=== bin2bcd_seq ===
Figure 1. Drive-strength map (bin2bcd_seq).
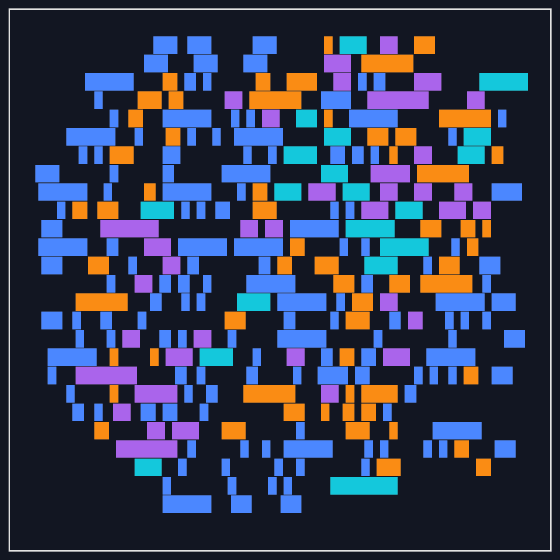

--- config.mk ---
export PLATFORM = sky130hd
export DESIGN_NAME = bin2bcd_seq
export DESIGN_NICKNAME = d
export VERILOG_FILES = /design/src/rtl/bin2bcd_pkg.sv /design/src/rtl/bin2bcd_seq_digit_adj.sv /design/src/rtl/bin2bcd_seq.sv
export SDC_FILE = /design/constraint.sdc
export NUM_CORES = 1
export LEC_CHECK = 0
export ABC_AREA = 1
export CELL_PAD_IN_SITES_DETAIL_PLACEMENT = 1
export CELL_PAD_IN_SITES_GLOBAL_PLACEMENT = 2
export CORE_MARGIN = 3
export CORE_UTILIZATION = 26
export CTS_CLUSTER_DIAMETER = 50
export DETAILED_ROUTE_END_ITERATION = 12
export PLACE_DENSITY = 0.71
export SETUP_SLACK_MARGIN = 0.02
export SLEW_MARGIN = 20
export SYNTH_ARGS = -nofsm -noshare
export SYNTH_HDL_FRONTEND = slang
export SYNTH_SLANG_ARGS = --single-unit
--- constraint.sdc ---
create_clock -name clk -period 1.3 [get_ports clk]
set_clock_uncertainty 0.1 [all_clocks]
set_input_delay 0.26 -clock clk [delete_from_list [all_inputs] [get_ports clk]]
set_output_delay 0.26 -clock clk [all_outputs]
set_load 0.005 [all_outputs]
--- src/rtl/bin2bcd_pkg.sv ---
// Shared types and constant helpers for the sequential binary-to-BCD converter.
// Parents size DIGITS with digits_for(); the top sizes its bit counter with clog2().
package bin2bcd_pkg;

    typedef enum logic [1:0] {
        IDLE  = 2'd0,
        SHIFT = 2'd1,
        DONE  = 2'd2
    } state_e;

    function automatic int clog2(input int value);
        int r;
        r = 0;
        while ((1 << r) < value) begin
            r++;
        end
        return r;
    endfunction

    // Decimal digits needed for the largest bin_w-bit unsigned value.
    function automatic int digits_for(input int bin_w);
        longint unsigned max_v;
        int d;
        max_v = (64'd1 << bin_w) - 64'd1;
        d = 1;
        while (max_v >= 64'd10) begin
            max_v = max_v / 64'd10;
            d++;
        end
        return d;
    endfunction

endpackage

--- src/rtl/bin2bcd_seq_digit_adj.sv ---
// One double-dabble correction step for a single BCD digit.
// Adds 3 to any digit of 5 or more so the following left shift carries into the next digit.
module bcd_digit_adj (
    input  logic [3:0] din,
    output logic [3:0] dout
);

    assign dout = (din >= 4'd5) ? din + 4'd3 : din;

endmodule

--- src/rtl/bin2bcd_seq.sv ---
// Multi-cycle double-dabble converter with valid/ready handshakes, one input bit per clock.
// Define BIN2BCD_BLANK_EN to add the registered leading-zero blank output.
module bin2bcd_seq
    import bin2bcd_pkg::*;
#(
    parameter int BIN_W  = 6,
    parameter int DIGITS = 2
) (
    input  logic                  clk,
    input  logic                  rst,
    input  logic                  in_valid,
    output logic                  in_ready,
    input  logic [BIN_W-1:0]      bin_in,
    output logic                  out_valid,
    input  logic                  out_ready,
    output logic [4*DIGITS-1:0]   bcd_out,
    output logic                  ovf
`ifdef BIN2BCD_BLANK_EN
    ,
    output logic [DIGITS-1:0]     blank
`endif
);

    localparam int BCD_W = 4 * DIGITS;
    localparam int CNT_W = clog2(BIN_W + 1);
    localparam int CAT_W = BCD_W + BIN_W;

    state_e           state_q, state_d;
    logic [CNT_W-1:0] cnt_q, cnt_d;
    logic [BCD_W-1:0] bcd_q, bcd_d;
    logic [BCD_W-1:0] res_q, res_d;
    logic [BCD_W-1:0] adj;
    logic [BIN_W-1:0] bin_q, bin_d;
    logic             ovf_q, ovf_d;
    logic             res_ovf_q, res_ovf_d;
    logic             load_res;
    logic [CAT_W-1:0] cat;
    logic [CAT_W-1:0] shl;

    for (genvar g = 0; g < DIGITS; g++) begin : g_adj
        bcd_digit_adj u_adj (
            .din  (bcd_q[4*g +: 4]),
            .dout (adj[4*g +: 4])
        );
    end

    assign cat = {adj, bin_q};
    assign shl = {cat[CAT_W-2:0], 1'b0};

    always_comb begin
        state_d   = state_q;
        cnt_d     = cnt_q;
        bcd_d     = bcd_q;
        bin_d     = bin_q;
        ovf_d     = ovf_q;
        res_d     = res_q;
        res_ovf_d = res_ovf_q;
        load_res  = 1'b0;
        unique case (state_q)
            IDLE: begin
                if (in_valid) begin
                    bin_d   = bin_in;
                    bcd_d   = '0;
                    ovf_d   = 1'b0;
                    cnt_d   = CNT_W'(BIN_W);
                    state_d = SHIFT;
                end
            end
            SHIFT: begin
                // A carry out of the top digit means the value needs more digits.
                {bcd_d, bin_d} = shl;
                ovf_d = ovf_q | adj[BCD_W-1];
                cnt_d = cnt_q - CNT_W'(1);
                if (cnt_q == CNT_W'(1)) begin
                    state_d   = DONE;
                    res_d     = shl[CAT_W-1 -: BCD_W];
                    res_ovf_d = ovf_d;
                    load_res  = 1'b1;
                end
            end
            DONE: begin
                if (out_ready) begin
                    state_d = IDLE;
                end
            end
            default: state_d = IDLE;
        endcase
    end

    always_ff @(posedge clk) begin
        if (rst) begin
            state_q   <= IDLE;
            cnt_q     <= '0;
            bcd_q     <= '0;
            bin_q     <= '0;
            ovf_q     <= 1'b0;
            res_q     <= '0;
            res_ovf_q <= 1'b0;
        end else begin
            state_q   <= state_d;
            cnt_q     <= cnt_d;
            bcd_q     <= bcd_d;
            bin_q     <= bin_d;
            ovf_q     <= ovf_d;
            res_q     <= res_d;
            res_ovf_q <= res_ovf_d;
        end
    end

    assign in_ready  = (state_q == IDLE);
    assign out_valid = (state_q == DONE);
    assign bcd_out   = res_q;
    assign ovf       = res_ovf_q;

`ifdef BIN2BCD_BLANK_EN
    logic [DIGITS-1:0] blank_q, blank_d;

    // Digit i blanks only when it and every digit above it are zero.
    always_comb begin
        logic zero;
        blank_d = blank_q;
        zero    = 1'b1;
        if (load_res) begin
            blank_d = '0;
            for (int i = DIGITS - 1; i >= 1; i--) begin
                zero       = zero & (res_d[4*i +: 4] == 4'd0);
                blank_d[i] = zero;
            end
        end
    end

    always_ff @(posedge clk) begin
        if (rst) begin
            blank_q <= '0;
        end else begin
            blank_q <= blank_d;
        end
    end

    assign blank = blank_q;
`endif

endmodule

=== cla_pipelined_adder ===
===== src/rtl/cla_pipelined_adder.sv =====
// Pipelined carry-lookahead adder/subtractor: one GROUP-bit lookahead slice per
// stage, carry rippled through stage registers, elastic valid/ready on both sides.
module cla_pipelined_adder #(
    parameter int unsigned WIDTH = 16,
    parameter int unsigned GROUP = 4
) (
    input  logic             clk,
    input  logic             rst_n,
    input  logic             in_valid,
    output logic             in_ready,
    input  logic [WIDTH-1:0] x,
    input  logic [WIDTH-1:0] y,
    input  logic             cin,
    input  logic             sub,
    output logic             out_valid,
    input  logic             out_ready,
    output logic [WIDTH-1:0] s,
    output logic             cout,
    output logic             ovf
);

    localparam int unsigned NSTAGE = WIDTH / GROUP;
    localparam int unsigned LAST   = NSTAGE - 1;

    // Returns {carry out, carry into MSB, sum} using flattened generate/propagate terms.
    function automatic logic [GROUP+1:0] cla_slice(
        input logic [GROUP-1:0] a,
        input logic [GROUP-1:0] b,
        input logic             ci
    );
        logic [GROUP-1:0] g;
        logic [GROUP-1:0] p;
        logic [GROUP:0]   c;
        logic             pp;
        g    = a & b;
        p    = a ^ b;
        c    = '0;
        c[0] = ci;
        for (int i = 0; i < int'(GROUP); i++) begin
            c[i+1] = g[i];
            pp     = p[i];
            for (int j = i - 1; j >= 0; j--) begin
                c[i+1] = c[i+1] | (pp & g[j]);
                pp     = pp & p[j];
            end
            c[i+1] = c[i+1] | (pp & ci);
        end
        return {c[GROUP], c[GROUP-1], p ^ c[GROUP-1:0]};
    endfunction

    logic [NSTAGE-1:0] r_valid;
    logic [WIDTH-1:0]  r_xs  [NSTAGE];
    logic [WIDTH-1:0]  r_ys  [NSTAGE];
    logic [WIDTH-1:0]  r_sum [NSTAGE];
    logic              r_c   [NSTAGE];
    logic              r_ovf;

    logic [WIDTH-1:0]  w_a   [NSTAGE];
    logic [WIDTH-1:0]  w_b   [NSTAGE];
    logic [WIDTH-1:0]  w_si  [NSTAGE];
    logic              w_ci  [NSTAGE];
    logic [GROUP+1:0]  w_res [NSTAGE];
    logic [NSTAGE-1:0] w_vin;
    logic [NSTAGE-1:0] w_can;

    for (genvar k = 0; k < int'(NSTAGE); k++) begin : g_stage
        if (k == 0) begin : g_head
            assign w_a[k]   = x;
            assign w_b[k]   = y ^ {WIDTH{sub}};
            assign w_ci[k]  = cin;
            assign w_si[k]  = '0;
            assign w_vin[k] = in_valid;
        end else begin : g_body
            assign w_a[k]   = r_xs[k-1];
            assign w_b[k]   = r_ys[k-1];
            assign w_ci[k]  = r_c[k-1];
            assign w_si[k]  = r_sum[k-1];
            assign w_vin[k] = r_valid[k-1];
        end

        assign w_res[k] = cla_slice(w_a[k][GROUP-1:0], w_b[k][GROUP-1:0], w_ci[k]);
        // A stage can load if any stage at or beyond it is empty, or the output drains.
        assign w_can[k] = out_ready | ~(&r_valid[LAST:k]);

        always_ff @(posedge clk or negedge rst_n) begin
            if (!rst_n) begin
                r_valid[k] <= 1'b0;
                r_sum[k]   <= '0;
                r_c[k]     <= 1'b0;
            end else if (w_can[k]) begin
                r_valid[k] <= w_vin[k];
                if (w_vin[k]) begin
                    r_sum[k] <= w_si[k] | (WIDTH'(w_res[k][GROUP-1:0]) << (k * GROUP));
                    r_c[k]   <= w_res[k][GROUP+1];
                end
            end
        end

        // Remaining upper operand slices shift down one group per stage.
        if (k < int'(LAST)) begin : g_skew
            always_ff @(posedge clk or negedge rst_n) begin
                if (!rst_n) begin
                    r_xs[k] <= '0;
                    r_ys[k] <= '0;
                end else if (w_can[k] && w_vin[k]) begin
                    r_xs[k] <= w_a[k] >> GROUP;
                    r_ys[k] <= w_b[k] >> GROUP;
                end
            end
        end
    end

    always_ff @(posedge clk or negedge rst_n) begin
        if (!rst_n) begin
            r_ovf <= 1'b0;
        end else if (w_can[LAST] && w_vin[LAST]) begin
            r_ovf <= ^w_res[LAST][GROUP+1:GROUP];
        end
    end

    assign in_ready  = w_can[0];
    assign out_valid = r_valid[LAST];
    assign s         = r_sum[LAST];
    assign cout      = r_c[LAST];
    assign ovf       = r_ovf;

endmodule

===== config.mk =====
export PLATFORM = sky130hd
export DESIGN_NAME = cla_pipelined_adder
export DESIGN_NICKNAME = d
export VERILOG_FILES = /design/src/rtl/cla_pipelined_adder.sv
export SDC_FILE = /design/constraint.sdc
export NUM_CORES = 1
export LEC_CHECK = 0
export ABC_AREA = 1
export CORE_UTILIZATION = 55
export DETAILED_ROUTE_END_ITERATION = 7
export PLACE_DENSITY = 0.77
export SLEW_MARGIN = 25
export SYNTH_ARGS = -nofsm -noshare
export SYNTH_HDL_FRONTEND = slang
export SYNTH_SLANG_ARGS = --single-unit

===== constraint.sdc =====
create_clock -name clk -period 1.6 [get_ports clk]
set_input_delay 0.32 -clock clk [delete_from_list [all_inputs] [get_ports clk]]
set_output_delay 0.32 -clock clk [all_outputs]
set_load 0.02 [all_outputs]


==> notes/layouts.md <==
Pictures saved along the way, in no particular order.

Clock wires, drivers and flops.
image #1
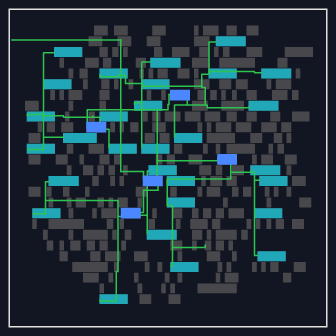
image #2
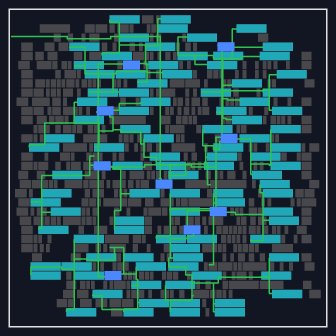
For bin2bcd_seq, see image #1.
For cla_pipelined_adder, see image #2.

Figure 2. Drive-strength map (cla_pipelined_adder).
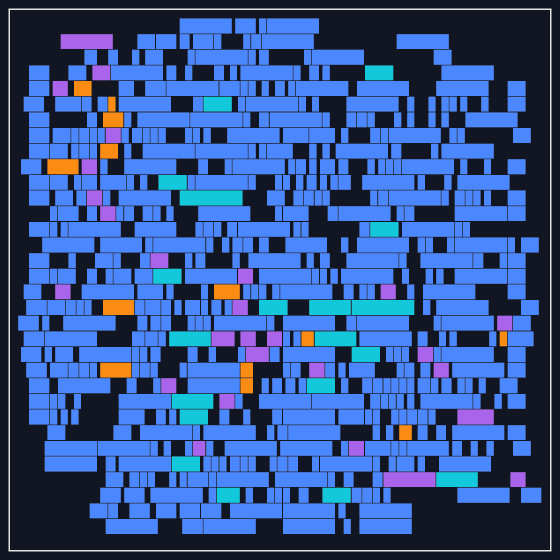
Purple is _3 and _4 cells, cells 27, share 4.6%. Orange is _2 cells, cells 13, share 2.2%. Cyan is _6 and larger, cells 19, share 3.3%. Blue is _0 and _1 cells, cells 524, share 90%.
area delta synth->final: 20.4%
final setup margin: 27.2 ps
non-clock buffer count: 80
design area: 0.00559 mm2

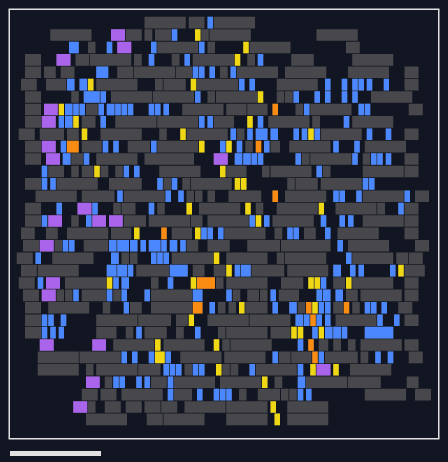
Figure 3: cla_pipelined_adder, gate families picked out.
Bar = 20 um.
Purple is XOR/XNOR gates, cells 20, most used xnor2_1. Yellow is inverters, cells 47, most used inv_1. Blue is NAND gates, cells 215, most used nand2_1, where spread over the die. Orange is NOR gates, cells 12, most used nor2_1.
Non-Filler Instances: 688
logic share of the area: 33.0%
Commonest Layout Cell: nand2_1

==> reports/metrics.csv, cla_pipelined_adder <==
metric,value,unit
status,"complete, no violations",
Tapcells,105,
Yosys warning count,0,
H-tree Lvls,3,
first element of the critical path,y[2],
Place WS,-583,ps
register area,0.00243,mm2
Antenna Nets Post-Route,0,
Setup CP Type,input pin to register,
CTS Hold Buffers Added,1,
comb_multi_in,344,
n_diodes,0,
unrepaired setup endpoints after global routing,yes,
input/output buffers,57,
R2R Setup Slk,120,ps
gr usage total,21.7,%
post-placement cell count,671,
Netlist Area Pre-Place,0.00464,mm2
die width,93.9,um
final setup violation count,0,
CP most frequent cell,nand2_1,
TritonCTS clock tree,done,
Resized Gates After CTS,25,
Top Consumer,registers,
Largest logic family,simple AND/OR/NAND/NOR gates,
Mapped Nets,580,
share of layout cells above drive strength 1,10.1,%
"area leader, netlist",dfrtp_1,
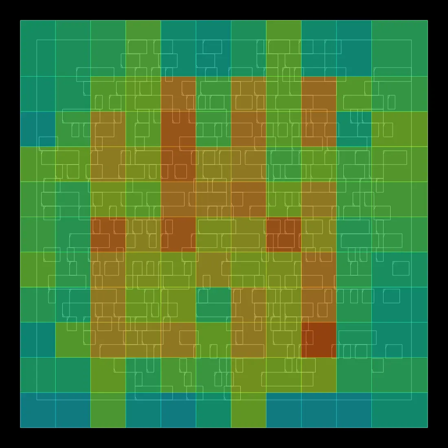
Figure 4: bin2bcd_seq, routing congestion.
met3 usage: 3.39%
met1 Use GR: 18.0%

Notes on Figure 1 above:
Orange is _2 cells, cells 59, share 23%. Blue is _0 and _1 cells, cells 145, share 56%. Purple is _3 and _4 cells, cells 37, share 14%. Cyan is _6 and larger, cells 19, share 7.3%.
final setup margin: -106 ps
area delta synth->final: 63.2%
non-clock buffer count: 50

==> reports/metrics.csv, bin2bcd_seq <==
metric,value,unit
status,"complete, but fails checks",
failing checks,setup timing,
Clock Tree Root,clkbuf_8,
Post-route DRC,0,
crit path to,ovf,
Yosys warning count,0,
final setup margin,-106,ps
Top Metal Used,met4,
largest net degree at the start of global routing,11,
P_sw,0.614,mW
Tapcells,70,
crit path max fanout,8,
final setup violation count,22,
GPL Wtd Cong,0.695,
P_comb,0.381,mW
reg-to-reg startpoint,state_q[1],
CP max-delay cell,dfxtp_2,
Leakage,1.11,nW
H-tree Lvls,2,
"Primary FF master, synth",dfxtp_1,
Std-Cell Core Area,0.00520,mm2
"Seq/Total Area, Yosys",40.8,%
Commonest Layout Cell,nand2_1,
Detailed Routing Iterations Pass 1,3,
first-pass GRT wire length,7310,um
final max-slew violation count,0,
std cell rows,26,
Clock Power,0.749,mW


==> gallery <==
M3 wires.
Plate I
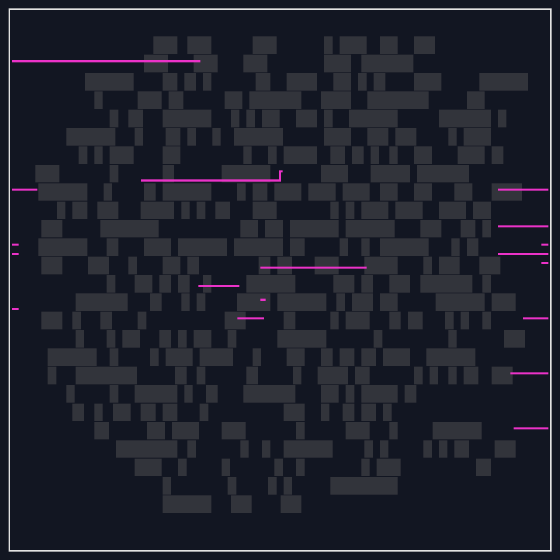
Plate II
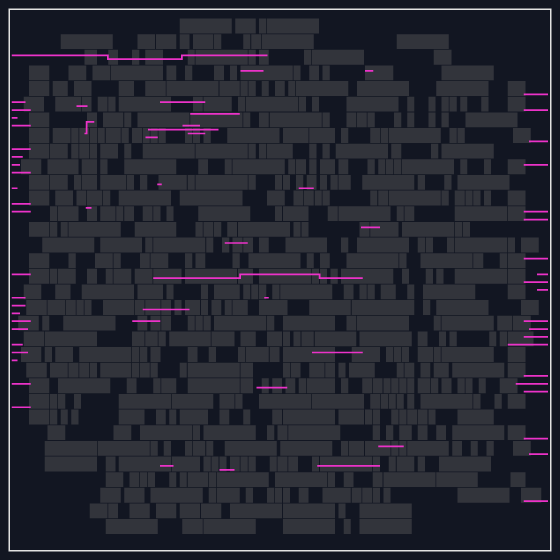
- Plate II = cla_pipelined_adder
- Plate I = bin2bcd_seq

Power figures rest on the tool's default switching activity, not on a simulated workload.
